=== trap_ctrl ===
Fig. 1: trap_ctrl, placement by cell class
(2 px per um)
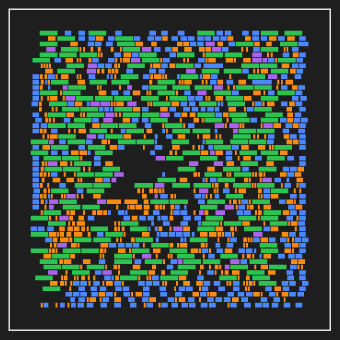

**config.mk**
```make
export PLATFORM = sky130hd
export DESIGN_NAME = trap_ctrl
export DESIGN_NICKNAME = d
export VERILOG_FILES = /design/src/rtl/trap_ctrl.sv
export SDC_FILE = /design/constraint.sdc
export NUM_CORES = 1
export LEC_CHECK = 0
export CORE_MARGIN = 10
export CORE_UTILIZATION = 45
export CTS_BUF_LIST = sky130_fd_sc_hd__clkbuf_2 sky130_fd_sc_hd__clkbuf_4 sky130_fd_sc_hd__clkbuf_8
export DETAILED_ROUTE_END_ITERATION = 8
export GPL_TIMING_DRIVEN = 0
export PLACE_DENSITY_LB_ADDON = 0.08
export SETUP_SLACK_MARGIN = 0.1
export SKIP_LAST_GASP = 1
export SLEW_MARGIN = 30
export SYNTH_ARGS = -nofsm -noshare
export SYNTH_HDL_FRONTEND = slang
export SYNTH_SLANG_ARGS = --single-unit
```
**constraint.sdc**
```tcl
create_clock -name i_clk -period 5.3 [get_ports i_clk]
set_clock_uncertainty 0.2 [all_clocks]
set_input_delay 1.06 -clock i_clk [delete_from_list [all_inputs] [get_ports i_clk]]
set_output_delay 1.06 -clock i_clk [all_outputs]
set_load 0.01 [all_outputs]
```
**src/rtl/trap_ctrl.sv**
```systemverilog
// rtl/trap_ctrl.sv - M-mode trap sequencer: flush handshake, trap CSR commit, fetch redirect
// Optional feature: define TRAP_VECTORED_EN for vectored interrupt dispatch (mtvec.MODE==1).
module trap_ctrl #(
  parameter logic [1:0]  RESET_PRIV = 2'b11,
  parameter int unsigned FLUSH_TMO  = 64
) (
  input  logic        i_clk,
  input  logic        i_rst_n,
  input  logic        i_exc_req,
  input  logic [31:0] i_exc_cause,
  input  logic [31:0] i_exc_tval,
  input  logic [31:0] i_exc_pc,
  input  logic        i_irq_req,
  input  logic [31:0] i_irq_cause,
  input  logic [31:0] i_irq_pc,
  input  logic        i_mret,
  input  logic [31:0] i_mtvec,
  input  logic        i_flush_ack,
  output logic        o_flush_req,
  output logic        o_redirect_valid,
  output logic [31:0] o_redirect_pc,
  output logic [1:0]  o_priv_mode,
  output logic [31:0] o_mepc,
  output logic [31:0] o_mcause,
  output logic [31:0] o_mtval,
  output logic        o_mie,
  output logic        o_mpie,
  output logic [1:0]  o_mpp,
  output logic        o_trap_busy
);

  localparam logic [1:0]  PRIV_U       = 2'b00;
  localparam logic [1:0]  PRIV_M       = 2'b11;
  localparam logic [31:0] CAUSE_ILLEGAL = 32'd2;

  // Counter only needs to reach FLUSH_TMO-1; the final FLUSH cycle forces COMMIT.
  localparam int unsigned CW       = (FLUSH_TMO > 1) ? $clog2(FLUSH_TMO) : 1;
  localparam logic [CW-1:0] TMO_LAST = CW'(FLUSH_TMO - 1);

  typedef enum logic [1:0] {
    S_IDLE   = 2'd0,
    S_FLUSH  = 2'd1,
    S_COMMIT = 2'd2
  } state_t;

  state_t        state_q, state_d;
  logic [CW-1:0] cnt_q, cnt_d;

  // Latched event: kind (MRET or trap, interrupt or exception) and its payload.
  logic          is_mret_q, is_mret_d;
  logic          is_irq_q, is_irq_d;
  logic [31:0]   cause_q, cause_d;
  logic [31:0]   tval_q, tval_d;
  logic [31:0]   pc_q, pc_d;

  // Architectural state owned by this block.
  logic [1:0]    priv_q, priv_d;
  logic [31:0]   mepc_q, mepc_d;
  logic [31:0]   mcause_q, mcause_d;
  logic [31:0]   mtval_q, mtval_d;
  logic          mie_q, mie_d;
  logic          mpie_q, mpie_d;
  logic [1:0]    mpp_q, mpp_d;

  logic [31:0]   trap_target;
  logic          take_irq;

  // Trap vector: BASE always; BASE + 4*cause for interrupts in vectored mode when enabled.
  always_comb begin
    trap_target = {i_mtvec[31:2], 2'b00};
`ifdef TRAP_VECTORED_EN
    if (is_irq_q && (i_mtvec[1:0] == 2'b01)) begin
      trap_target = {i_mtvec[31:2], 2'b00} + {cause_q[29:0], 2'b00};
    end
`endif
  end

`ifndef TRAP_VECTORED_EN
  logic unused_mtvec_mode;
  assign unused_mtvec_mode = ^i_mtvec[1:0];
`endif

  // Interrupts in U-mode are always taken; in M-mode only with mstatus.MIE set.
  assign take_irq = i_irq_req && (mie_q || (priv_q == PRIV_U));

  // State, event latch and CSR registers.
  always_ff @(posedge i_clk or negedge i_rst_n) begin
    if (!i_rst_n) begin
      state_q   <= S_IDLE;
      cnt_q     <= '0;
      is_mret_q <= 1'b0;
      is_irq_q  <= 1'b0;
      cause_q   <= '0;
      tval_q    <= '0;
      pc_q      <= '0;
      priv_q    <= RESET_PRIV;
      mepc_q    <= '0;
      mcause_q  <= '0;
      mtval_q   <= '0;
      mie_q     <= 1'b0;
      mpie_q    <= 1'b0;
      mpp_q     <= PRIV_M;
    end else begin
      state_q   <= state_d;
      cnt_q     <= cnt_d;
      is_mret_q <= is_mret_d;
      is_irq_q  <= is_irq_d;
      cause_q   <= cause_d;
      tval_q    <= tval_d;
      pc_q      <= pc_d;
      priv_q    <= priv_d;
      mepc_q    <= mepc_d;
      mcause_q  <= mcause_d;
      mtval_q   <= mtval_d;
      mie_q     <= mie_d;
      mpie_q    <= mpie_d;
      mpp_q     <= mpp_d;
    end
  end

  // Next-state, event capture, CSR commit and output strobes.
  always_comb begin
    state_d          = state_q;
    cnt_d            = cnt_q;
    is_mret_d        = is_mret_q;
    is_irq_d         = is_irq_q;
    cause_d          = cause_q;
    tval_d           = tval_q;
    pc_d             = pc_q;
    priv_d           = priv_q;
    mepc_d           = mepc_q;
    mcause_d         = mcause_q;
    mtval_d          = mtval_q;
    mie_d            = mie_q;
    mpie_d           = mpie_q;
    mpp_d            = mpp_q;
    o_flush_req      = 1'b0;
    o_redirect_valid = 1'b0;
    o_redirect_pc    = '0;

    case (state_q)
      S_IDLE: begin
        if (i_exc_req) begin
          // Exception beats a simultaneous interrupt or MRET.
          state_d   = S_FLUSH;
          is_mret_d = 1'b0;
          is_irq_d  = 1'b0;
          cause_d   = i_exc_cause;
          tval_d    = i_exc_tval;
          pc_d      = i_exc_pc;
        end else if (take_irq) begin
          state_d   = S_FLUSH;
          is_mret_d = 1'b0;
          is_irq_d  = 1'b1;
          cause_d   = i_irq_cause;
          tval_d    = '0;
          pc_d      = i_irq_pc;
        end else if (i_mret) begin
          state_d  = S_FLUSH;
          is_irq_d = 1'b0;
          if (priv_q == PRIV_M) begin
            is_mret_d = 1'b1;
          end else begin
            // Should have been filtered upstream; fall back to illegal-instruction
            // trap at the retiring PC presented on i_exc_pc.
            is_mret_d = 1'b0;
            cause_d   = CAUSE_ILLEGAL;
            tval_d    = '0;
            pc_d      = i_exc_pc;
          end
        end
        if (state_d == S_FLUSH) begin
          cnt_d = '0;
        end
      end

      S_FLUSH: begin
        o_flush_req = 1'b1;
        if (i_flush_ack) begin
          state_d = S_COMMIT;
        end else if ((FLUSH_TMO != 0) && (cnt_q == TMO_LAST)) begin
          state_d = S_COMMIT;
        end else if (FLUSH_TMO != 0) begin
          cnt_d = cnt_q + CW'(1);
        end
      end

      S_COMMIT: begin
        o_redirect_valid = 1'b1;
        state_d          = S_IDLE;
        if (is_mret_q) begin
          o_redirect_pc = mepc_q;
          priv_d        = mpp_q;
          mie_d         = mpie_q;
          mpie_d        = 1'b1;
          mpp_d         = PRIV_U;
        end else begin
          o_redirect_pc = trap_target;
          mepc_d        = {pc_q[31:2], 2'b00};
          mcause_d      = cause_q;
          mtval_d       = tval_q;
          mpie_d        = mie_q;
          mie_d         = 1'b0;
          mpp_d         = priv_q;
          priv_d        = PRIV_M;
        end
      end

      default: begin
        state_d = S_IDLE;
      end
    endcase
  end

  assign o_trap_busy = (state_q != S_IDLE);
  assign o_priv_mode = priv_q;
  assign o_mepc      = mepc_q;
  assign o_mcause    = mcause_q;
  assign o_mtval     = mtval_q;
  assign o_mie       = mie_q;
  assign o_mpie      = mpie_q;
  assign o_mpp       = mpp_q;

endmodule

```
=== pc_unit_flat ===
**src/rtl/pc_unit_pkg.sv**
```systemverilog
// Shared types and defaults for the program-counter unit: FSM state
// encoding, next-PC source select and default widths.
package pc_unit_pkg;

  localparam int PC_NB_DEFAULT        = 32;
  localparam int PC_STEP_DEFAULT      = 4;
  localparam int PC_RAS_DEPTH_DEFAULT = 4;

  typedef enum logic {
    PC_ST_RUN    = 1'b0,
    PC_ST_HALTED = 1'b1
  } pc_state_t;

  typedef enum logic [1:0] {
    SEL_SEQ    = 2'd0,
    SEL_BRANCH = 2'd1,
    SEL_JUMP   = 2'd2,
    SEL_RAS    = 2'd3
  } pc_sel_t;

endpackage

```
**src/rtl/pc_unit_if.sv**
```systemverilog
// Control/redirect inputs and status outputs of the PC unit. The master
// side is the debug/stall/redirect logic; the slave side is pc_unit.
interface pc_unit_if
  import pc_unit_pkg::*;
#(
  parameter int NB = PC_NB_DEFAULT
);
  logic          i_enable;
  logic          i_enable_pc;
  logic          i_branch_taken;
  logic [NB-1:0] i_branch_target;
  logic          i_jump;
  logic [NB-1:0] i_jump_target;
  logic          i_call;
  logic          i_return;
  logic          i_halt;
  logic          i_resume;
  logic [NB-1:0] o_pc_mem;
  logic [NB-1:0] o_pc_seq;
  logic          o_halted;
  logic          o_ras_empty;
  logic          o_ras_underflow;
  logic          o_ras_overflow;
  logic [NB-1:0] o_adv_count;
  logic          o_misaligned;

  modport master (
    output i_enable, i_enable_pc, i_branch_taken, i_branch_target,
           i_jump, i_jump_target, i_call, i_return, i_halt, i_resume,
    input  o_pc_mem, o_pc_seq, o_halted, o_ras_empty, o_ras_underflow,
           o_ras_overflow, o_adv_count, o_misaligned
  );

  modport slave (
    input  i_enable, i_enable_pc, i_branch_taken, i_branch_target,
           i_jump, i_jump_target, i_call, i_return, i_halt, i_resume,
    output o_pc_mem, o_pc_seq, o_halted, o_ras_empty, o_ras_underflow,
           o_ras_overflow, o_adv_count, o_misaligned
  );
endinterface

```
**src/rtl/pc_ras.sv**
```systemverilog
// Circular return-address stack. A push while full overwrites the oldest
// entry and sets the sticky overflow flag. Push and pop together replace
// the top entry in place; a pop on an empty stack is a no-op, so a
// push+pop on an empty stack degenerates to a plain push.
module pc_ras
  import pc_unit_pkg::*;
#(
  parameter int NB    = PC_NB_DEFAULT,
  parameter int DEPTH = PC_RAS_DEPTH_DEFAULT
)(
  input  logic          clk,
  input  logic          rst_n,
  input  logic          push,
  input  logic          pop,
  input  logic [NB-1:0] din,
  output logic [NB-1:0] top,
  output logic          empty,
  output logic          overflow
);
  localparam int PW = $clog2(DEPTH);
  localparam int CW = PW + 1;
  localparam logic [CW-1:0] FULL_CNT = CW'(DEPTH);

  logic [NB-1:0] mem [DEPTH];
  logic [PW-1:0] ptr;
  logic [PW-1:0] ptr_top;
  logic [CW-1:0] count;
  logic          do_pop;

  assign ptr_top = ptr - PW'(1);
  assign top     = mem[ptr_top];
  assign empty   = (count == '0);
  assign do_pop  = pop & ~empty;

  // Entry storage; contents after reset are don't-care so no reset here.
  always_ff @(posedge clk) begin
    if (push) mem[do_pop ? ptr_top : ptr] <= din;
  end

  // Pointer, occupancy and sticky overflow.
  always_ff @(posedge clk or negedge rst_n) begin
    if (!rst_n) begin
      ptr      <= '0;
      count    <= '0;
      overflow <= 1'b0;
    end else if (push && do_pop) begin
      ptr   <= ptr;
      count <= count;
    end else if (push) begin
      ptr <= ptr + PW'(1);
      if (count == FULL_CNT) overflow <= 1'b1;
      else                   count    <= count + CW'(1);
    end else if (do_pop) begin
      ptr   <= ptr_top;
      count <= count - CW'(1);
    end
  end
endmodule

```
**src/rtl/pc_unit.sv**
```systemverilog
// Fetch program counter with branch/jump/return next-PC selection, a
// return-address stack, RUN/HALTED control and an advance counter.
// Optional macro PC_ALIGN_CHECK_EN: mask loaded targets to PC_STEP
// alignment and pulse o_misaligned when the unmasked target was off.
module pc_unit
  import pc_unit_pkg::*;
#(
  parameter int            NB           = PC_NB_DEFAULT,
  parameter int            PC_STEP      = PC_STEP_DEFAULT,
  parameter logic [NB-1:0] RESET_VECTOR = '0,
  parameter int            RAS_DEPTH    = PC_RAS_DEPTH_DEFAULT
)(
  input  logic    i_clock,
  input  logic    i_reset_n,
  pc_unit_if.slave bus
);
  localparam logic [NB-1:0] STEP = NB'(PC_STEP);

  pc_state_t     state_q, state_d;
  pc_sel_t       sel;
  logic [NB-1:0] pc_q, pc_seq, target, pc_next, cnt_q, ras_top;
  logic          adv, ret, ras_push, ras_pop, ras_empty, ras_overflow;
  logic          underflow_q;

  assign pc_seq   = pc_q + STEP;
  assign adv      = bus.i_enable & bus.i_enable_pc & (state_q == PC_ST_RUN);
  // A taken branch squashes any RAS side effect of the same cycle.
  assign ret      = bus.i_jump & bus.i_return & ~bus.i_branch_taken;
  assign ras_push = adv & bus.i_jump & bus.i_call & ~bus.i_branch_taken;
  assign ras_pop  = adv & ret;

  pc_ras #(.NB(NB), .DEPTH(RAS_DEPTH)) u_ras (
    .clk      (i_clock),
    .rst_n    (i_reset_n),
    .push     (ras_push),
    .pop      (ras_pop),
    .din      (pc_seq),
    .top      (ras_top),
    .empty    (ras_empty),
    .overflow (ras_overflow)
  );

  // Next-PC source priority: branch, RAS return, jump, sequential.
  always_comb begin
    sel = SEL_SEQ;
    if (bus.i_branch_taken)     sel = SEL_BRANCH;
    else if (ret && !ras_empty) sel = SEL_RAS;
    else if (bus.i_jump)        sel = SEL_JUMP;
  end

  // Next-PC mux.
  always_comb begin
    target = pc_seq;
    case (sel)
      SEL_BRANCH: target = bus.i_branch_target;
      SEL_JUMP:   target = bus.i_jump_target;
      SEL_RAS:    target = ras_top;
      default:    target = pc_seq;
    endcase
  end

`ifdef PC_ALIGN_CHECK_EN
  localparam logic [NB-1:0] ALIGN_MASK = STEP - NB'(1);
  logic misaligned_q;

  assign pc_next          = target & ~ALIGN_MASK;
  assign bus.o_misaligned = misaligned_q;

  // One-cycle flag registered together with the masked load.
  always_ff @(posedge i_clock or negedge i_reset_n) begin
    if (!i_reset_n) misaligned_q <= 1'b0;
    else            misaligned_q <= adv & (|(target & ALIGN_MASK));
  end
`else
  assign pc_next          = target;
  assign bus.o_misaligned = 1'b0;
`endif

  // PC, advance counter and underflow pulse.
  always_ff @(posedge i_clock or negedge i_reset_n) begin
    if (!i_reset_n) begin
      pc_q        <= RESET_VECTOR;
      cnt_q       <= '0;
      underflow_q <= 1'b0;
    end else begin
      underflow_q <= ras_pop & ras_empty;
      if (adv) begin
        pc_q  <= pc_next;
        cnt_q <= cnt_q + NB'(1);
      end
    end
  end

  // FSM state register.
  always_ff @(posedge i_clock or negedge i_reset_n) begin
    if (!i_reset_n) state_q <= PC_ST_RUN;
    else            state_q <= state_d;
  end

  // FSM next state: halt only on an advancing cycle, resume needs enable.
  always_comb begin
    state_d = state_q;
    case (state_q)
      PC_ST_RUN:    if (adv && bus.i_halt) state_d = PC_ST_HALTED;
      PC_ST_HALTED: if (bus.i_enable && bus.i_resume) state_d = PC_ST_RUN;
      default:      state_d = PC_ST_RUN;
    endcase
  end

  assign bus.o_pc_mem        = pc_q;
  assign bus.o_pc_seq        = pc_seq;
  assign bus.o_halted        = (state_q == PC_ST_HALTED);
  assign bus.o_ras_empty     = ras_empty;
  assign bus.o_ras_underflow = underflow_q;
  assign bus.o_ras_overflow  = ras_overflow;
  assign bus.o_adv_count     = cnt_q;
endmodule

```
**src/flat_wrapper.sv**
```systemverilog
// flat-port wrapper written by rule: the top's interface ports become plain ports
module pc_unit_flat import pc_unit_pkg::*;
#(
  parameter int            NB           = PC_NB_DEFAULT,
  parameter int            PC_STEP      = PC_STEP_DEFAULT,
  parameter logic [NB-1:0] RESET_VECTOR = '0,
  parameter int            RAS_DEPTH    = PC_RAS_DEPTH_DEFAULT
)
  (i_clock, i_reset_n, bus_i_enable, bus_i_enable_pc, bus_i_branch_taken, bus_i_branch_target, bus_i_jump, bus_i_jump_target, bus_i_call, bus_i_return, bus_i_halt, bus_i_resume, bus_o_pc_mem, bus_o_pc_seq, bus_o_halted, bus_o_ras_empty, bus_o_ras_underflow, bus_o_ras_overflow, bus_o_adv_count, bus_o_misaligned);
  pc_unit_if #(.NB(NB)) bus_i ();
  input  logic i_clock;
  input  logic i_reset_n;
  input wire logic [$bits(bus_i.i_enable)-1:0] bus_i_enable;
  input wire logic [$bits(bus_i.i_enable_pc)-1:0] bus_i_enable_pc;
  input wire logic [$bits(bus_i.i_branch_taken)-1:0] bus_i_branch_taken;
  input wire logic [$bits(bus_i.i_branch_target)-1:0] bus_i_branch_target;
  input wire logic [$bits(bus_i.i_jump)-1:0] bus_i_jump;
  input wire logic [$bits(bus_i.i_jump_target)-1:0] bus_i_jump_target;
  input wire logic [$bits(bus_i.i_call)-1:0] bus_i_call;
  input wire logic [$bits(bus_i.i_return)-1:0] bus_i_return;
  input wire logic [$bits(bus_i.i_halt)-1:0] bus_i_halt;
  input wire logic [$bits(bus_i.i_resume)-1:0] bus_i_resume;
  output wire logic [$bits(bus_i.o_pc_mem)-1:0] bus_o_pc_mem;
  output wire logic [$bits(bus_i.o_pc_seq)-1:0] bus_o_pc_seq;
  output wire logic [$bits(bus_i.o_halted)-1:0] bus_o_halted;
  output wire logic [$bits(bus_i.o_ras_empty)-1:0] bus_o_ras_empty;
  output wire logic [$bits(bus_i.o_ras_underflow)-1:0] bus_o_ras_underflow;
  output wire logic [$bits(bus_i.o_ras_overflow)-1:0] bus_o_ras_overflow;
  output wire logic [$bits(bus_i.o_adv_count)-1:0] bus_o_adv_count;
  output wire logic [$bits(bus_i.o_misaligned)-1:0] bus_o_misaligned;
  assign bus_i.i_enable = bus_i_enable;
  assign bus_i.i_enable_pc = bus_i_enable_pc;
  assign bus_i.i_branch_taken = bus_i_branch_taken;
  assign bus_i.i_branch_target = bus_i_branch_target;
  assign bus_i.i_jump = bus_i_jump;
  assign bus_i.i_jump_target = bus_i_jump_target;
  assign bus_i.i_call = bus_i_call;
  assign bus_i.i_return = bus_i_return;
  assign bus_i.i_halt = bus_i_halt;
  assign bus_i.i_resume = bus_i_resume;
  assign bus_o_pc_mem = bus_i.o_pc_mem;
  assign bus_o_pc_seq = bus_i.o_pc_seq;
  assign bus_o_halted = bus_i.o_halted;
  assign bus_o_ras_empty = bus_i.o_ras_empty;
  assign bus_o_ras_underflow = bus_i.o_ras_underflow;
  assign bus_o_ras_overflow = bus_i.o_ras_overflow;
  assign bus_o_adv_count = bus_i.o_adv_count;
  assign bus_o_misaligned = bus_i.o_misaligned;
  pc_unit #(.NB(NB), .PC_STEP(PC_STEP), .RESET_VECTOR(RESET_VECTOR), .RAS_DEPTH(RAS_DEPTH)) u_core (.i_clock(i_clock), .i_reset_n(i_reset_n), .bus(bus_i));
endmodule
```
**config.mk**
```make
export PLATFORM = sky130hd
export DESIGN_NAME = pc_unit_flat
export DESIGN_NICKNAME = d
export VERILOG_FILES = /design/src/rtl/pc_unit_pkg.sv /design/src/rtl/pc_unit_if.sv /design/src/rtl/pc_ras.sv /design/src/rtl/pc_unit.sv /design/src/flat_wrapper.sv
export SDC_FILE = /design/constraint.sdc
export NUM_CORES = 1
export LEC_CHECK = 0
export CAP_MARGIN = 20
export CELL_PAD_IN_SITES_DETAIL_PLACEMENT = 1
export CELL_PAD_IN_SITES_GLOBAL_PLACEMENT = 2
export CORE_ASPECT_RATIO = 1.4
export CORE_UTILIZATION = 37
export CTS_BUF_LIST = sky130_fd_sc_hd__clkbuf_8
export DETAILED_ROUTE_END_ITERATION = 7
export PLACE_DENSITY_LB_ADDON = 0.08
export SYNTH_ARGS = -nofsm -noshare
export SYNTH_HDL_FRONTEND = slang
export SYNTH_SLANG_ARGS = --single-unit
export TNS_END_PERCENT = 50
```
**constraint.sdc**
```tcl
create_clock -name i_clock -period 4.25 [get_ports i_clock]
set_input_delay 0.425 -clock i_clock [delete_from_list [all_inputs] [get_ports i_clock]]
set_output_delay 0.425 -clock i_clock [all_outputs]
set_load 0.005 [all_outputs]
```
=== mem_responder ===
===== src/rtl/lc3b_types.sv =====
// Shared LC-3b datapath types.
//   lc3b_word      : 16-bit data / address word
//   lc3b_mem_wmask : per-byte write mask, bit0 = [7:0], bit1 = [15:8]
package lc3b_types;

    typedef logic [15:0] lc3b_word;
    typedef logic [1:0]  lc3b_mem_wmask;

endpackage


===== src/rtl/mem_array.sv =====
// Word-organised storage with byte-enabled synchronous write and combinational read.
// No reset: contents survive rst of the enclosing responder.
//   clk   : write clock
//   we    : write strobe, qualified per byte by be
//   be    : byte enables
//   addr  : word index shared by read and write
//   wdata : write data
//   rdata : combinational read of the word at addr
module mem_array
    import lc3b_types::*;
#(
    parameter int unsigned DEPTH_WORDS = 256,
    localparam int unsigned AW = $clog2(DEPTH_WORDS)
) (
    input  logic          clk,
    input  logic          we,
    input  lc3b_mem_wmask be,
    input  logic [AW-1:0] addr,
    input  lc3b_word      wdata,
    output lc3b_word      rdata
);

    lc3b_word mem_q [DEPTH_WORDS];

    always_ff @(posedge clk) begin
        if (we) begin
            if (be[0]) mem_q[addr][7:0]  <= wdata[7:0];
            if (be[1]) mem_q[addr][15:8] <= wdata[15:8];
        end
    end

    assign rdata = mem_q[addr];

endmodule


===== src/rtl/mem_responder.sv =====
// Fixed-latency memory responder for a held read/write request handshake.
//   clk, rst        : clock, synchronous active-high reset
//   mem_read/write  : request strobes, held by the initiator until mem_resp
//   mem_address     : byte address; word index is address[log2(DEPTH_WORDS):1]
//   mem_wdata       : write data
//   mem_byte_enable : write byte mask
//   mem_resp        : single-cycle completion pulse, LATENCY cycles after acceptance
//   mem_rdata       : registered read data, held until the next completed read
//   proto_err       : sticky flag for aborted requests or read+write collisions
module mem_responder
    import lc3b_types::*;
#(
    parameter int unsigned LATENCY     = 3,
    parameter int unsigned DEPTH_WORDS = 256
) (
    input  logic          clk,
    input  logic          rst,
    input  logic          mem_read,
    input  logic          mem_write,
    input  lc3b_word      mem_address,
    input  lc3b_word      mem_wdata,
    input  lc3b_mem_wmask mem_byte_enable,
    output logic          mem_resp,
    output lc3b_word      mem_rdata,
    output logic          proto_err
);

    localparam int unsigned AW = $clog2(DEPTH_WORDS);

    typedef enum logic [1:0] {StIdle, StBusy, StResp} state_e;

    state_e        state_q, state_d;
    logic [3:0]    cnt_q, cnt_d;
    logic [AW-1:0] idx_q, idx_d;
    lc3b_word      wdata_q, wdata_d;
    lc3b_mem_wmask be_q, be_d;
    logic          is_write_q, is_write_d;
    logic          mem_resp_q, mem_resp_d;
    lc3b_word      rdata_q, rdata_d;
    logic          proto_err_q, proto_err_d;

    logic          enter_resp;
    logic          req;
    logic [AW-1:0] cur_idx;
    lc3b_word      cur_wdata;
    lc3b_mem_wmask cur_be;
    logic          cur_write;
    logic          mem_we;
    lc3b_word      mem_rd_data;

    // Bit 0 and bits above the word index are deliberately ignored (address aliasing).
    logic unused_addr;
    assign unused_addr = ^mem_address;

    assign req = mem_read | mem_write;

    // With LATENCY=1 the response edge is the acceptance edge, so the live
    // inputs must feed the array; otherwise the latched copies are used.
    always_comb begin
        if (state_q == StIdle) begin
            cur_idx   = mem_address[AW:1];
            cur_wdata = mem_wdata;
            cur_be    = mem_byte_enable;
            cur_write = mem_write;
        end else begin
            cur_idx   = idx_q;
            cur_wdata = wdata_q;
            cur_be    = be_q;
            cur_write = is_write_q;
        end
    end

    always_comb begin
        state_d     = state_q;
        cnt_d       = cnt_q;
        idx_d       = idx_q;
        wdata_d     = wdata_q;
        be_d        = be_q;
        is_write_d  = is_write_q;
        mem_resp_d  = 1'b0;
        rdata_d     = rdata_q;
        proto_err_d = proto_err_q;
        enter_resp  = 1'b0;

        unique case (state_q)
            StIdle: begin
                if (req) begin
                    idx_d      = mem_address[AW:1];
                    wdata_d    = mem_wdata;
                    be_d       = mem_byte_enable;
                    // A read+write collision is handled as a write.
                    is_write_d = mem_write;
                    if (mem_read && mem_write) proto_err_d = 1'b1;
                    cnt_d = 4'(LATENCY - 1);
                    if (LATENCY == 1) enter_resp = 1'b1;
                    else              state_d    = StBusy;
                end
            end
            StBusy: begin
                if (!req) begin
                    state_d     = StIdle;
                    cnt_d       = 4'd0;
                    proto_err_d = 1'b1;
                end else if (cnt_q <= 4'd1) begin
                    // Counter reaches zero on this edge: response in the next cycle.
                    enter_resp = 1'b1;
                end else begin
                    cnt_d = cnt_q - 4'd1;
                end
            end
            StResp: begin
                // Requests still held here are the one just answered; never accept.
                state_d = StIdle;
            end
            default: state_d = StIdle;
        endcase

        if (enter_resp) begin
            state_d    = StResp;
            cnt_d      = 4'd0;
            mem_resp_d = 1'b1;
            if (!cur_write) rdata_d = mem_rd_data;
        end
    end

    assign mem_we = enter_resp && cur_write && !rst;

    always_ff @(posedge clk) begin
        if (rst) begin
            state_q     <= StIdle;
            cnt_q       <= 4'd0;
            idx_q       <= '0;
            wdata_q     <= '0;
            be_q        <= '0;
            is_write_q  <= 1'b0;
            mem_resp_q  <= 1'b0;
            rdata_q     <= '0;
            proto_err_q <= 1'b0;
        end else begin
            state_q     <= state_d;
            cnt_q       <= cnt_d;
            idx_q       <= idx_d;
            wdata_q     <= wdata_d;
            be_q        <= be_d;
            is_write_q  <= is_write_d;
            mem_resp_q  <= mem_resp_d;
            rdata_q     <= rdata_d;
            proto_err_q <= proto_err_d;
        end
    end

    mem_array #(
        .DEPTH_WORDS(DEPTH_WORDS)
    ) u_mem_array (
        .clk  (clk),
        .we   (mem_we),
        .be   (cur_be),
        .addr (cur_idx),
        .wdata(cur_wdata),
        .rdata(mem_rd_data)
    );

    assign mem_resp  = mem_resp_q;
    assign mem_rdata = rdata_q;
    assign proto_err = proto_err_q;

endmodule


===== config.mk =====
export PLATFORM = sky130hd
export DESIGN_NAME = mem_responder
export DESIGN_NICKNAME = d
export VERILOG_FILES = /design/src/rtl/lc3b_types.sv /design/src/rtl/mem_array.sv /design/src/rtl/mem_responder.sv
export SDC_FILE = /design/constraint.sdc
export NUM_CORES = 2
export LEC_CHECK = 0
export CAP_MARGIN = 20
export CORE_ASPECT_RATIO = 0.7
export CORE_MARGIN = 1.5
export CORE_UTILIZATION = 40
export CTS_BUF_LIST = sky130_fd_sc_hd__clkbuf_4
export CTS_CLUSTER_SIZE = 40
export DETAILED_ROUTE_END_ITERATION = 10
export GPL_ROUTABILITY_DRIVEN = 1
export GPL_TIMING_DRIVEN = 1
export PLACE_DENSITY = 0.55
export SLEW_MARGIN = 30
export SYNTH_ARGS = -nofsm -noshare
export SYNTH_HDL_FRONTEND = slang
export SYNTH_SLANG_ARGS = --single-unit
export TNS_END_PERCENT = 20

===== constraint.sdc =====
create_clock -name clk -period 7.8 [get_ports clk]
set_input_delay 2.34 -clock clk [delete_from_list [all_inputs] [get_ports clk]]
set_output_delay 2.34 -clock clk [all_outputs]
set_load 0.01 [all_outputs]

Fig. 2: mem_responder, local utilization
(0.5 px per um) 37 x 26 tiles, from dark blue (low) to red (high), 0 to 100% covered.
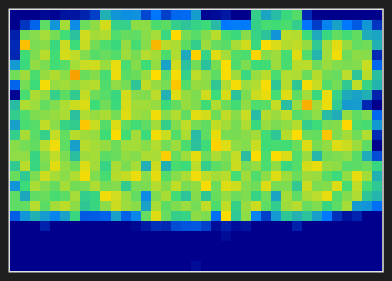
fullest tile	82%
nearly empty tiles	20%
tiles over 75% full	1.5%
mean over tiles	43%
Final Util: 45.4%
Pre-Place Util: 40.2%
core area: 383000 um2

Fig. 3: mem_responder, wires at chosen ports, followed through buffers
(1 px per um)
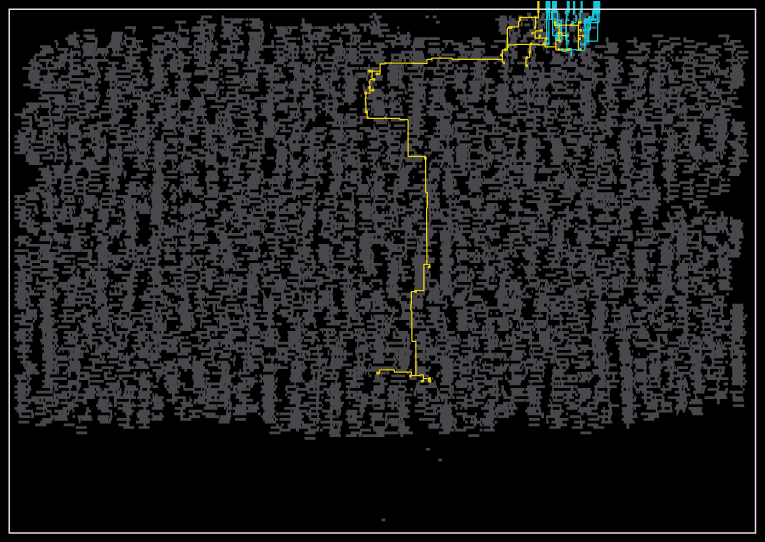
colour	port	bits	direction	edge	end cells	buffers	wire
yellow	`rst`	1	input	north	47	2	978 um
cyan	`mem_wdata`	16	input	north	32	16	637 um

==> results_dict.tcl, mem_responder <==
# collected from the flow reports
set metrics [dict create \
    largest_reg_flops 4096 \
    cp.depth 10 \
    grt.busiest_layer "met1" \
    crit_family "simple AND/OR/NAND/NOR gates" \
    cts_tree "yes" \
    status "finished clean" \
    numCtsBuffers 920 \
    ff_count 4147 \
    signal_buffers 388 \
    final_area_um2 174000 \
    cp_max_fo 16 \
    p_int_mw 35.6 \
    fp.dieW_um 745 \
    holdWs_ns 0.458 \
    p_per_area_nw_per_um2 282 \
    start_kind "primary input" \
    switching_power_mw 13.5 \
    nFillCells 33138 \
    area_delta_synth_final_pct 12.9 \
]
Fig. 4: trap_ctrl, local utilization
(2 px per um) 16 x 16 tiles, from dark blue (low) to red (high), 0 to 100% covered.
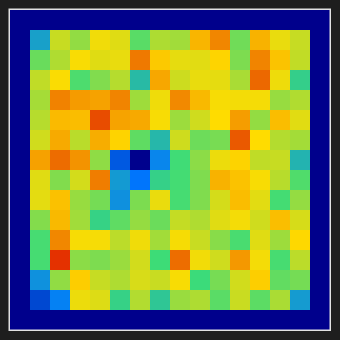
nearly empty tiles	24%
mean over tiles	50%
tiles over 75% full	18%

Fig. 5: trap_ctrl, metal 1
(3 px per um) Supply wires on this layer in grey. Cells faint in the background.
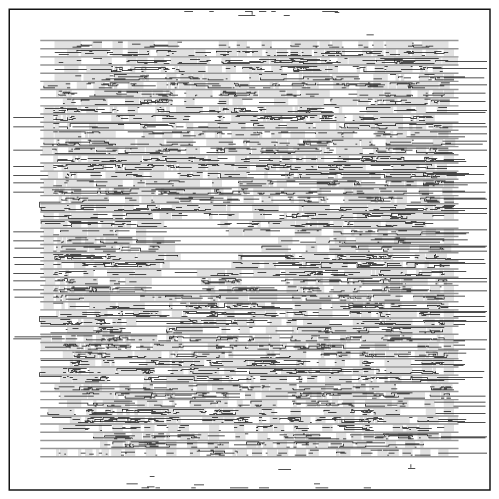
nets with wire on the layer	1257
share of all routed wire	41%
longest straight run	48.8 um
main direction	horizontal
wire length on this layer	11300 um
met1 Use GR: 25.2%
DRT Wirelength: 27900 um

About Fig. 1:
colour	class	cells
green	registers	203
purple	clock drivers and dummy loads	57
blue	remaining buffers and delay cells	386
orange	remaining logic cells	538
core area: 19300 um2
Rows: 51
final instance area: 13100 um2

==> results_dict.tcl, trap_ctrl <==
# collected from the flow reports
set metrics [dict create \
    status "finished clean" \
    dpl.hpwl_um 21200 \
    buf_share_pct 27.8 \
    crit_family "buffers and inverters" \
    p_per_area_nw_per_um2 553 \
    start_kind "flip-flop" \
    critPathMaxStageDelay_ns 0.58 \
    end_kind "primary output" \
    fin_nets 1364 \
    fp.dieW_um 160 \
    postCtsSetupBuffers 0 \
    comb_power_share_pct 42.5 \
    slew_headroom_pct 47.6 \
    fin_setup_tns_ns 0 \
    tool_warnings 32 \
    final-clk-cell-share_pct 5.38 \
    portBuffers 324 \
    fin_util_pct 68.0 \
    switching_share_pct 34.3 \
    antenna_cells 1 \
    setup_violations 0 \
    ys_ff 203 \
    pwr-share-seq_pct 37.6 \
]
Fig. 6: pc_unit_flat, local utilization
(2 px per um) 14 x 19 tiles, from dark blue (low) to red (high), 0 to 100% covered.
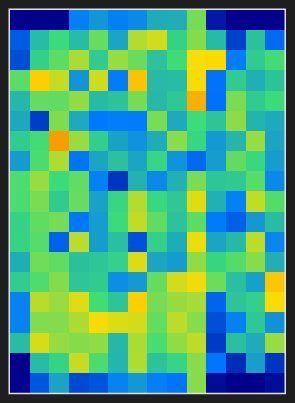
mean over tiles	44%
nearly empty tiles	3.8%
fullest tile	82%
tiles over 75% full	2.6%
Final Util: 48.0%
Pre-Place Util: 38.0%
core area: 24900 um2

Fig. 7: pc_unit_flat, metal 1
(2 px per um) Supply wires on this layer in grey. Cells faint in the background.
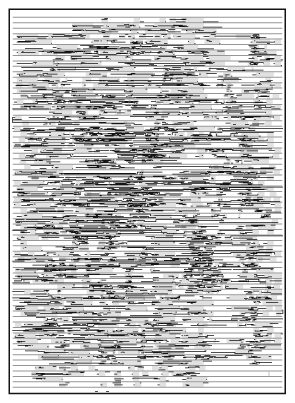
longest straight run	50.6 um
main direction	horizontal
share of all routed wire	40%

==> results_dict.tcl, pc_unit_flat <==
# collected from the flow reports
set metrics [dict create \
    status "finished clean" \
    area_delta_synth_final_pct 26.3 \
    grt_use_met2_pct 43.4 \
    dr.max_layer_used "met4" \
    comb_power_share_pct 35.7 \
    synthSimpleGateAreaFrac_pct 14.2 \
    cp-startpoint "u_core.bus.o_pc_mem[2]" \
    r2r-start "u_core.u_ras.count[1]" \
    reg2reg_to "u_core.u_ras.mem[2][20]" \
    largest_reg_flops 128 \
    antenna_found_initial 0 \
    mi_logic_area_um2 3530 \
    synth_top_flop_cell "edfxtp_1" \
    drcViolationCount 0 \
    p_per_area_nw_per_um2 549 \
    postCtsSetupBuffers 0 \
    nWellTaps 315 \
    top_area_share_pct 40.6 \
    dp_worst_setup_slack_ns 1.02 \
]

=== bus_xfer_arbiter ===
Fig. 8: bus_xfer_arbiter, metal 1
(6 px per um) Supply wires on this layer in grey. Cells faint in the background.
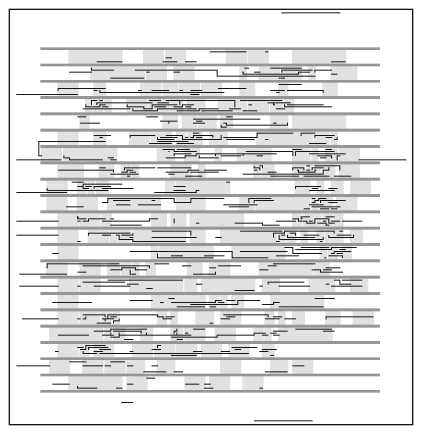

===== config.mk =====
export PLATFORM = sky130hd
export DESIGN_NAME = bus_xfer_arbiter
export DESIGN_NICKNAME = d
export VERILOG_FILES = /design/src/rtl/bus_xfer_arbiter.sv
export SDC_FILE = /design/constraint.sdc
export NUM_CORES = 1
export LEC_CHECK = 0
export CAP_MARGIN = 20
export CORE_AREA = 5 5 62 64
export DETAILED_ROUTE_END_ITERATION = 8
export DIE_AREA = 0 0 67 69
export GPL_TIMING_DRIVEN = 1
export PLACE_DENSITY_LB_ADDON = 0.12
export SLEW_MARGIN = 30
export SYNTH_ARGS = -nofsm -noshare
export SYNTH_HDL_FRONTEND = slang
export SYNTH_SLANG_ARGS = --single-unit

===== constraint.sdc =====
create_clock -name clk -period 2.1 [get_ports clk]
set_clock_uncertainty 0.05 [all_clocks]
set_input_delay 0.21 -clock clk [delete_from_list [all_inputs] [get_ports clk]]
set_output_delay 0.21 -clock clk [all_outputs]
set_load 0.02 [all_outputs]

===== src/rtl/bus_xfer_arbiter.sv =====
// Two-requester arbiter/sequencer for the shared 16-bit datapath bus.
// Define BUS_ARB_RR_EN for round-robin arbitration; default is fixed priority.
module bus_xfer_arbiter #(
    parameter int SEL_W    = 4,
    parameter int DST_W    = 10,
    parameter int MEM_WAIT = 1
) (
    input  logic             clk,
    input  logic             rst_n,
    input  logic [1:0]       req,
    input  logic [SEL_W-1:0] src0,
    input  logic [SEL_W-1:0] src1,
    input  logic [DST_W-1:0] dst0,
    input  logic [DST_W-1:0] dst1,
    output logic [SEL_W-1:0] bus_sel,
    output logic [DST_W-1:0] dst_we,
    output logic [1:0]       gnt,
    output logic [1:0]       ack,
    output logic             err,
    output logic             busy
);

    typedef enum logic [1:0] {
        IDLE  = 2'd0,
        WAIT  = 2'd1,
        WRITE = 2'd2
    } state_t;

    localparam bit         HAS_WAIT = (MEM_WAIT > 0);
    localparam logic [3:0] CNT_INIT = HAS_WAIT ? 4'(MEM_WAIT - 1) : 4'd0;

    localparam logic [SEL_W-1:0] SRC_FIRST = SEL_W'(1);
    localparam logic [SEL_W-1:0] SRC_LAST  = SEL_W'(10);
    localparam logic [SEL_W-1:0] SRC_PRAM  = SEL_W'(9);
    localparam logic [SEL_W-1:0] SRC_DRAM  = SEL_W'(10);

    state_t           state_q;
    state_t           state_d;
    logic [3:0]       cnt_q;
    logic [3:0]       cnt_d;
    logic [SEL_W-1:0] src_q;
    logic [DST_W-1:0] dst_q;
    logic             win_q;
    logic             bad_q;

    logic             win_d;
    logic             grant;
    logic [SEL_W-1:0] src_pick;
    logic [DST_W-1:0] dst_pick;
    logic             pick_bad;
    logic             pick_mem;

    assign grant = (state_q == IDLE) && (req != 2'b00);

`ifdef BUS_ARB_RR_EN
    // ptr_q names the requester that wins the next contended grant.
    logic ptr_q;

    assign win_d = (req == 2'b11) ? ptr_q : req[1];

    always_ff @(posedge clk or negedge rst_n) begin
        if (!rst_n) begin
            ptr_q <= 1'b0;
        end else if (grant) begin
            ptr_q <= ~win_d;
        end
    end
`else
    assign win_d = req[1] & ~req[0];
`endif

    assign src_pick = win_d ? src1 : src0;
    assign dst_pick = win_d ? dst1 : dst0;
    assign pick_bad = (src_pick < SRC_FIRST) || (src_pick > SRC_LAST);
    assign pick_mem = (src_pick == SRC_PRAM) || (src_pick == SRC_DRAM);

    always_ff @(posedge clk or negedge rst_n) begin
        if (!rst_n) begin
            state_q <= IDLE;
            cnt_q   <= 4'd0;
        end else begin
            state_q <= state_d;
            cnt_q   <= cnt_d;
        end
    end

    // Transfer parameters are frozen at grant; later req/src/dst changes are ignored.
    always_ff @(posedge clk or negedge rst_n) begin
        if (!rst_n) begin
            src_q <= '0;
            dst_q <= '0;
            win_q <= 1'b0;
            bad_q <= 1'b0;
        end else if (grant) begin
            src_q <= src_pick;
            dst_q <= dst_pick;
            win_q <= win_d;
            bad_q <= pick_bad;
        end
    end

    always_comb begin
        state_d = state_q;
        cnt_d   = cnt_q;
        unique case (state_q)
            IDLE: begin
                if (req != 2'b00) begin
                    if (pick_mem && HAS_WAIT) begin
                        state_d = WAIT;
                        cnt_d   = CNT_INIT;
                    end else begin
                        state_d = WRITE;
                    end
                end
            end
            WAIT: begin
                if (cnt_q == 4'd0) begin
                    state_d = WRITE;
                end else begin
                    cnt_d = cnt_q - 4'd1;
                end
            end
            WRITE: begin
                state_d = IDLE;
            end
            default: begin
                state_d = IDLE;
                cnt_d   = 4'd0;
            end
        endcase
    end

    // All outputs decode from registered state only.
    always_comb begin
        busy    = 1'b0;
        gnt     = 2'b00;
        bus_sel = '0;
        dst_we  = '0;
        ack     = 2'b00;
        err     = 1'b0;
        if (state_q != IDLE) begin
            busy    = 1'b1;
            gnt     = win_q ? 2'b10 : 2'b01;
            bus_sel = src_q;
        end
        if (state_q == WRITE) begin
            ack = win_q ? 2'b10 : 2'b01;
            err = bad_q;
            if (!bad_q) begin
                dst_we = dst_q;
            end
        end
    end

endmodule

=== writeback_stage ===
==> config.mk <==
export PLATFORM = sky130hd
export DESIGN_NAME = writeback_stage
export DESIGN_NICKNAME = d
export VERILOG_FILES = /design/src/rtl/writeback_stage.sv
export SDC_FILE = /design/constraint.sdc
export NUM_CORES = 1
export LEC_CHECK = 0
export ABC_AREA = 1
export CAP_MARGIN = 20
export CORE_MARGIN = 3
export CORE_UTILIZATION = 52
export CTS_CLUSTER_SIZE = 40
export DETAILED_ROUTE_END_ITERATION = 10
export PLACE_DENSITY = 0.84
export SYNTH_ARGS = -nofsm -noshare
export SYNTH_HDL_FRONTEND = slang
export SYNTH_SLANG_ARGS = --single-unit
==> constraint.sdc <==
create_clock -name clk -period 3.7 [get_ports clk]
set_clock_uncertainty 0.1 [all_clocks]
set_input_delay 0.74 -clock clk [delete_from_list [all_inputs] [get_ports clk]]
set_output_delay 0.74 -clock clk [all_outputs]
set_load 0.02 [all_outputs]
==> src/rtl/writeback_stage.sv <==
// Write-back stage of the RV32I core: holds one retiring instruction,
// waits for the data-memory response on loads, extends load data and
// drives the register-file write port. Also counts retired instructions.
module writeback_stage #(
    parameter int XLEN  = 32,
    parameter int CNT_W = 64
) (
    input  logic             clk,
    input  logic             rst_n,
    input  logic             in_valid,
    output logic             in_ready,
    input  logic [4:0]       in_rd,
    input  logic             in_reg_write,
    input  logic [1:0]       in_wb_sel,
    input  logic [XLEN-1:0]  in_alu_res,
    input  logic [XLEN-1:0]  in_pc_plus4,
    input  logic [2:0]       in_funct3,
    input  logic             dmem_rvalid,
    input  logic [XLEN-1:0]  dmem_rdata,
    output logic [4:0]       a3,
    output logic             we3,
    output logic [XLEN-1:0]  wd,
    output logic             wb_busy,
    output logic             load_fault,
    output logic             stray_rvalid,
    output logic [CNT_W-1:0] retired
);

    typedef enum logic [1:0] {
        EMPTY     = 2'd0,
        WRITE     = 2'd1,
        WAIT_LOAD = 2'd2
    } state_t;

    localparam logic [1:0] SEL_ALU  = 2'b00;
    localparam logic [1:0] SEL_LOAD = 2'b01;
    localparam logic [1:0] SEL_PC4  = 2'b10;

    state_t           state_q, state_d;
    logic [4:0]       a3_q, a3_d;
    logic             we3_q, we3_d;
    logic [XLEN-1:0]  wd_q, wd_d;
    logic             load_fault_q, load_fault_d;
    logic             stray_q, stray_d;
    logic [CNT_W-1:0] retired_q, retired_d;
    // Load attributes captured at accept, consumed when the response arrives.
    logic             rw_q, rw_d;
    logic [2:0]       f3_q, f3_d;
    logic [1:0]       off_q, off_d;

    logic             accept;
    logic             fault;

    // Select the addressed byte/halfword and extend it according to funct3.
    function automatic logic [XLEN-1:0] load_extend(input logic [2:0]      f3,
                                                    input logic [1:0]      off,
                                                    input logic [XLEN-1:0] rdata);
        logic [7:0]  bsel;
        logic [15:0] hsel;
        logic [XLEN-1:0] res;
        case (off)
            2'd0:    bsel = rdata[7:0];
            2'd1:    bsel = rdata[15:8];
            2'd2:    bsel = rdata[23:16];
            default: bsel = rdata[31:24];
        endcase
        hsel = off[1] ? rdata[31:16] : rdata[15:0];
        case (f3)
            3'b000:  res = {{24{bsel[7]}}, bsel};
            3'b100:  res = {24'h0, bsel};
            3'b001:  res = {{16{hsel[15]}}, hsel};
            3'b101:  res = {16'h0, hsel};
            3'b010:  res = rdata;
            default: res = '0;
        endcase
        return res;
    endfunction

    // Misaligned halfword/word accesses and unused funct3 encodings fault.
    function automatic logic load_is_fault(input logic [2:0] f3, input logic [1:0] off);
        logic flt;
        case (f3)
            3'b000, 3'b100: flt = 1'b0;
            3'b001, 3'b101: flt = off[0];
            3'b010:         flt = (off != 2'd0);
            default:        flt = 1'b1;
        endcase
        return flt;
    endfunction

    assign in_ready = (state_q != WAIT_LOAD);
    assign wb_busy  = (state_q == WAIT_LOAD);
    assign accept   = in_valid && in_ready;
    assign fault    = load_is_fault(f3_q, off_q);

    // Next-state and next-output logic; WRITE always lasts a single cycle.
    always_comb begin
        state_d      = state_q;
        a3_d         = a3_q;
        we3_d        = 1'b0;
        wd_d         = wd_q;
        load_fault_d = 1'b0;
        stray_d      = dmem_rvalid && (state_q != WAIT_LOAD);
        retired_d    = retired_q + CNT_W'(state_q == WRITE);
        rw_d         = rw_q;
        f3_d         = f3_q;
        off_d        = off_q;
        case (state_q)
            EMPTY, WRITE: begin
                if (accept) begin
                    a3_d  = in_rd;
                    rw_d  = in_reg_write;
                    f3_d  = in_funct3;
                    off_d = in_alu_res[1:0];
                    if (in_wb_sel == SEL_LOAD) begin
                        state_d = WAIT_LOAD;
                    end else begin
                        state_d = WRITE;
                        we3_d   = in_reg_write && (in_rd != 5'd0) && (in_wb_sel != 2'b11);
                        case (in_wb_sel)
                            SEL_ALU: wd_d = in_alu_res;
                            SEL_PC4: wd_d = in_pc_plus4;
                            default: wd_d = '0;
                        endcase
                    end
                end else begin
                    state_d = EMPTY;
                end
            end
            WAIT_LOAD: begin
                if (dmem_rvalid) begin
                    state_d      = WRITE;
                    wd_d         = load_extend(f3_q, off_q, dmem_rdata);
                    we3_d        = rw_q && (a3_q != 5'd0) && !fault;
                    load_fault_d = fault;
                end
            end
            default: state_d = EMPTY;
        endcase
    end

    // Control state and registered outputs, cleared asynchronously.
    always_ff @(posedge clk or negedge rst_n) begin
        if (!rst_n) begin
            state_q      <= EMPTY;
            a3_q         <= '0;
            we3_q        <= 1'b0;
            wd_q         <= '0;
            load_fault_q <= 1'b0;
            stray_q      <= 1'b0;
            retired_q    <= '0;
        end else begin
            state_q      <= state_d;
            a3_q         <= a3_d;
            we3_q        <= we3_d;
            wd_q         <= wd_d;
            load_fault_q <= load_fault_d;
            stray_q      <= stray_d;
            retired_q    <= retired_d;
        end
    end

    // Captured load attributes are only read after being written, so no reset.
    always_ff @(posedge clk) begin
        rw_q  <= rw_d;
        f3_q  <= f3_d;
        off_q <= off_d;
    end

    assign a3           = a3_q;
    assign we3          = we3_q;
    assign wd           = wd_q;
    assign load_fault   = load_fault_q;
    assign stray_rvalid = stray_q;
    assign retired      = retired_q;

endmodule


==> gallery <==
Cell outlines without signal wires.
image #1
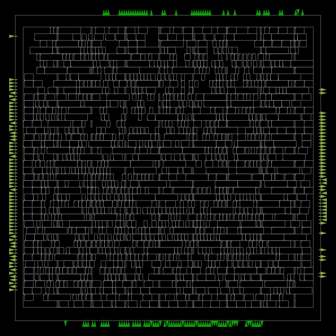
image #2
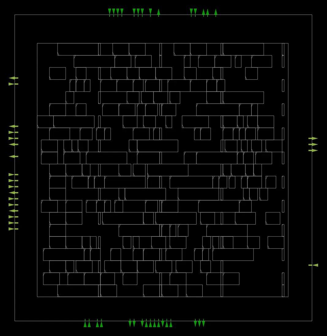
- most cells: image #1
- most sequential cells: image #1
image #1 -> writeback_stage
image #2 -> bus_xfer_arbiter

Fig. 9: writeback_stage, wires at chosen ports, followed through buffers
(2 px per um)
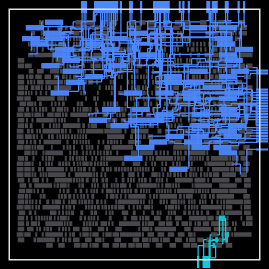
colour	port	bits	direction	edge	end cells	buffers	wire
cyan	`in_rd`	5	input	south	6	5	100 um
blue	`retired`	64	output	41 north, 23 east	64	64	4150 um
IO buf count: 216
# IOs: 217

==> results_dict.tcl, writeback_stage <==
# collected from the flow reports
set metrics [dict create \
    dr.pass1.iters 6 \
    power-top-group "sequential cells" \
    crit_slowest_cell "clkdlybuf4s50_1" \
    synth_adder_area_share_pct 0.343 \
    fin_util_pct 73.1 \
    dr.max_layer_used "met4" \
    fp.dieW_um 124 \
    total_power_mw 3.37 \
    netlist_area_um2 7300 \
    cp_data_required_time_ns 2.86 \
    worst_pin_slew_ns 0.776 \
    crit_arrival_ns 1.97 \
    antenna_cells 0 \
    pwr-share-seq_pct 43.1 \
    final-clk-cell-share_pct 2.97 \
    placedCellCount 1491 \
    fin_nets 1439 \
    fin_ws_ns 0.891 \
    inv_count 112 \
    largest_reg_flops 64 \
    drcViolationCount 0 \
    clock_buffer_count 11 \
    insertion_delay_ns 0.36 \
    logic_gate_count 869 \
    cts_hold_buf 0 \
    postCtsSetupBuffers 0 \
    chipArea_um2 15500 \
    status "finished clean" \
]
Fig. 10: bus_xfer_arbiter, placement by cell class
(6 px per um)
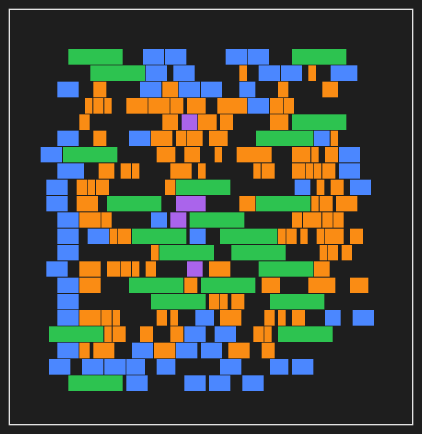
colour	class	cells
orange	remaining logic cells	109
green	registers	22
purple	clock drivers and dummy loads	4
blue	remaining buffers and delay cells	57

Notes on Fig. 8 above:
wire length on this layer	1380 um
longest straight run	24.8 um
nets with wire on the layer	200
main direction	horizontal
share of all routed wire	43%
DRT Wirelength: 3190 um
DR vias: 1165
met1 Use GR: 18.4%

==> results_dict.tcl, bus_xfer_arbiter <==
# collected from the flow reports
set metrics [dict create \
    comb_area_share_pct 35.9 \
    synth_warnings 0 \
    fin_util_pct 58.8 \
    top_area_cell "dfrtp_1" \
    status "finished clean" \
    cp_max_fo 10 \
    clock_tree.root_cell "clkbuf_4" \
    path_class "reg -> out" \
    cp.depth 6 \
    antenna_found_initial 0 \
    rows 21 \
    top_cell "dfrtp_1" \
    grt_pass1_wl_um 5440 \
    synth_cell_types 36 \
    numCtsBuffers 3 \
    grt_use_met2_pct 24.8 \
    power-top-group "combinational cells" \
    ys_ff 22 \
    p_comb_mw 1.22 \
    logic_gate_count 105 \
    seq_power_mw 0.774 \
    ys_seq_share_pct 43.2 \
    grt_pass1_vias 1238 \
    drt_iter0_markers 35 \
    reg2reg_to "cnt_q[0]" \
    edf_count 0 \
    switching_share_pct 41.3 \
    irDropWorstVdd_mv 0.405 \
]


==> layout pictures side by side <==
Placement by cell class.
panel A
(1 px per um)
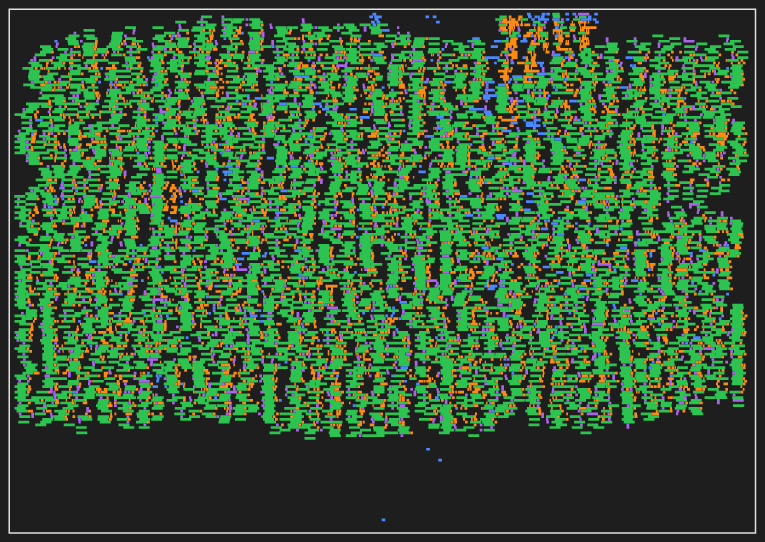
panel B
(2 px per um)
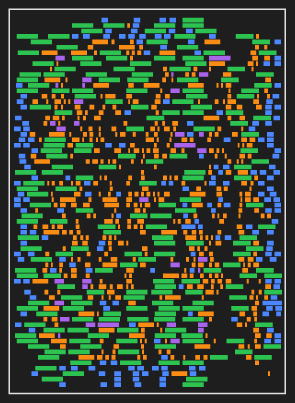
panel C
(3 px per um)
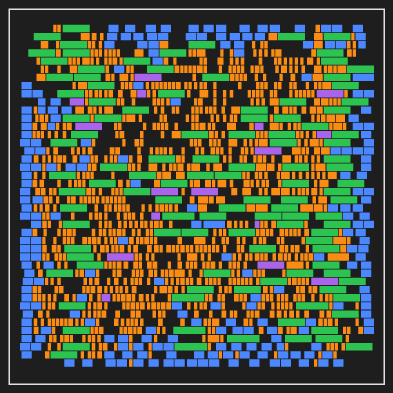
- panel C = writeback_stage
- panel B = pc_unit_flat
- panel A = mem_responder
Of these, most sequential cells: panel A
Of these, highest utilization: panel C

Power and IR drop assume default switching activity.
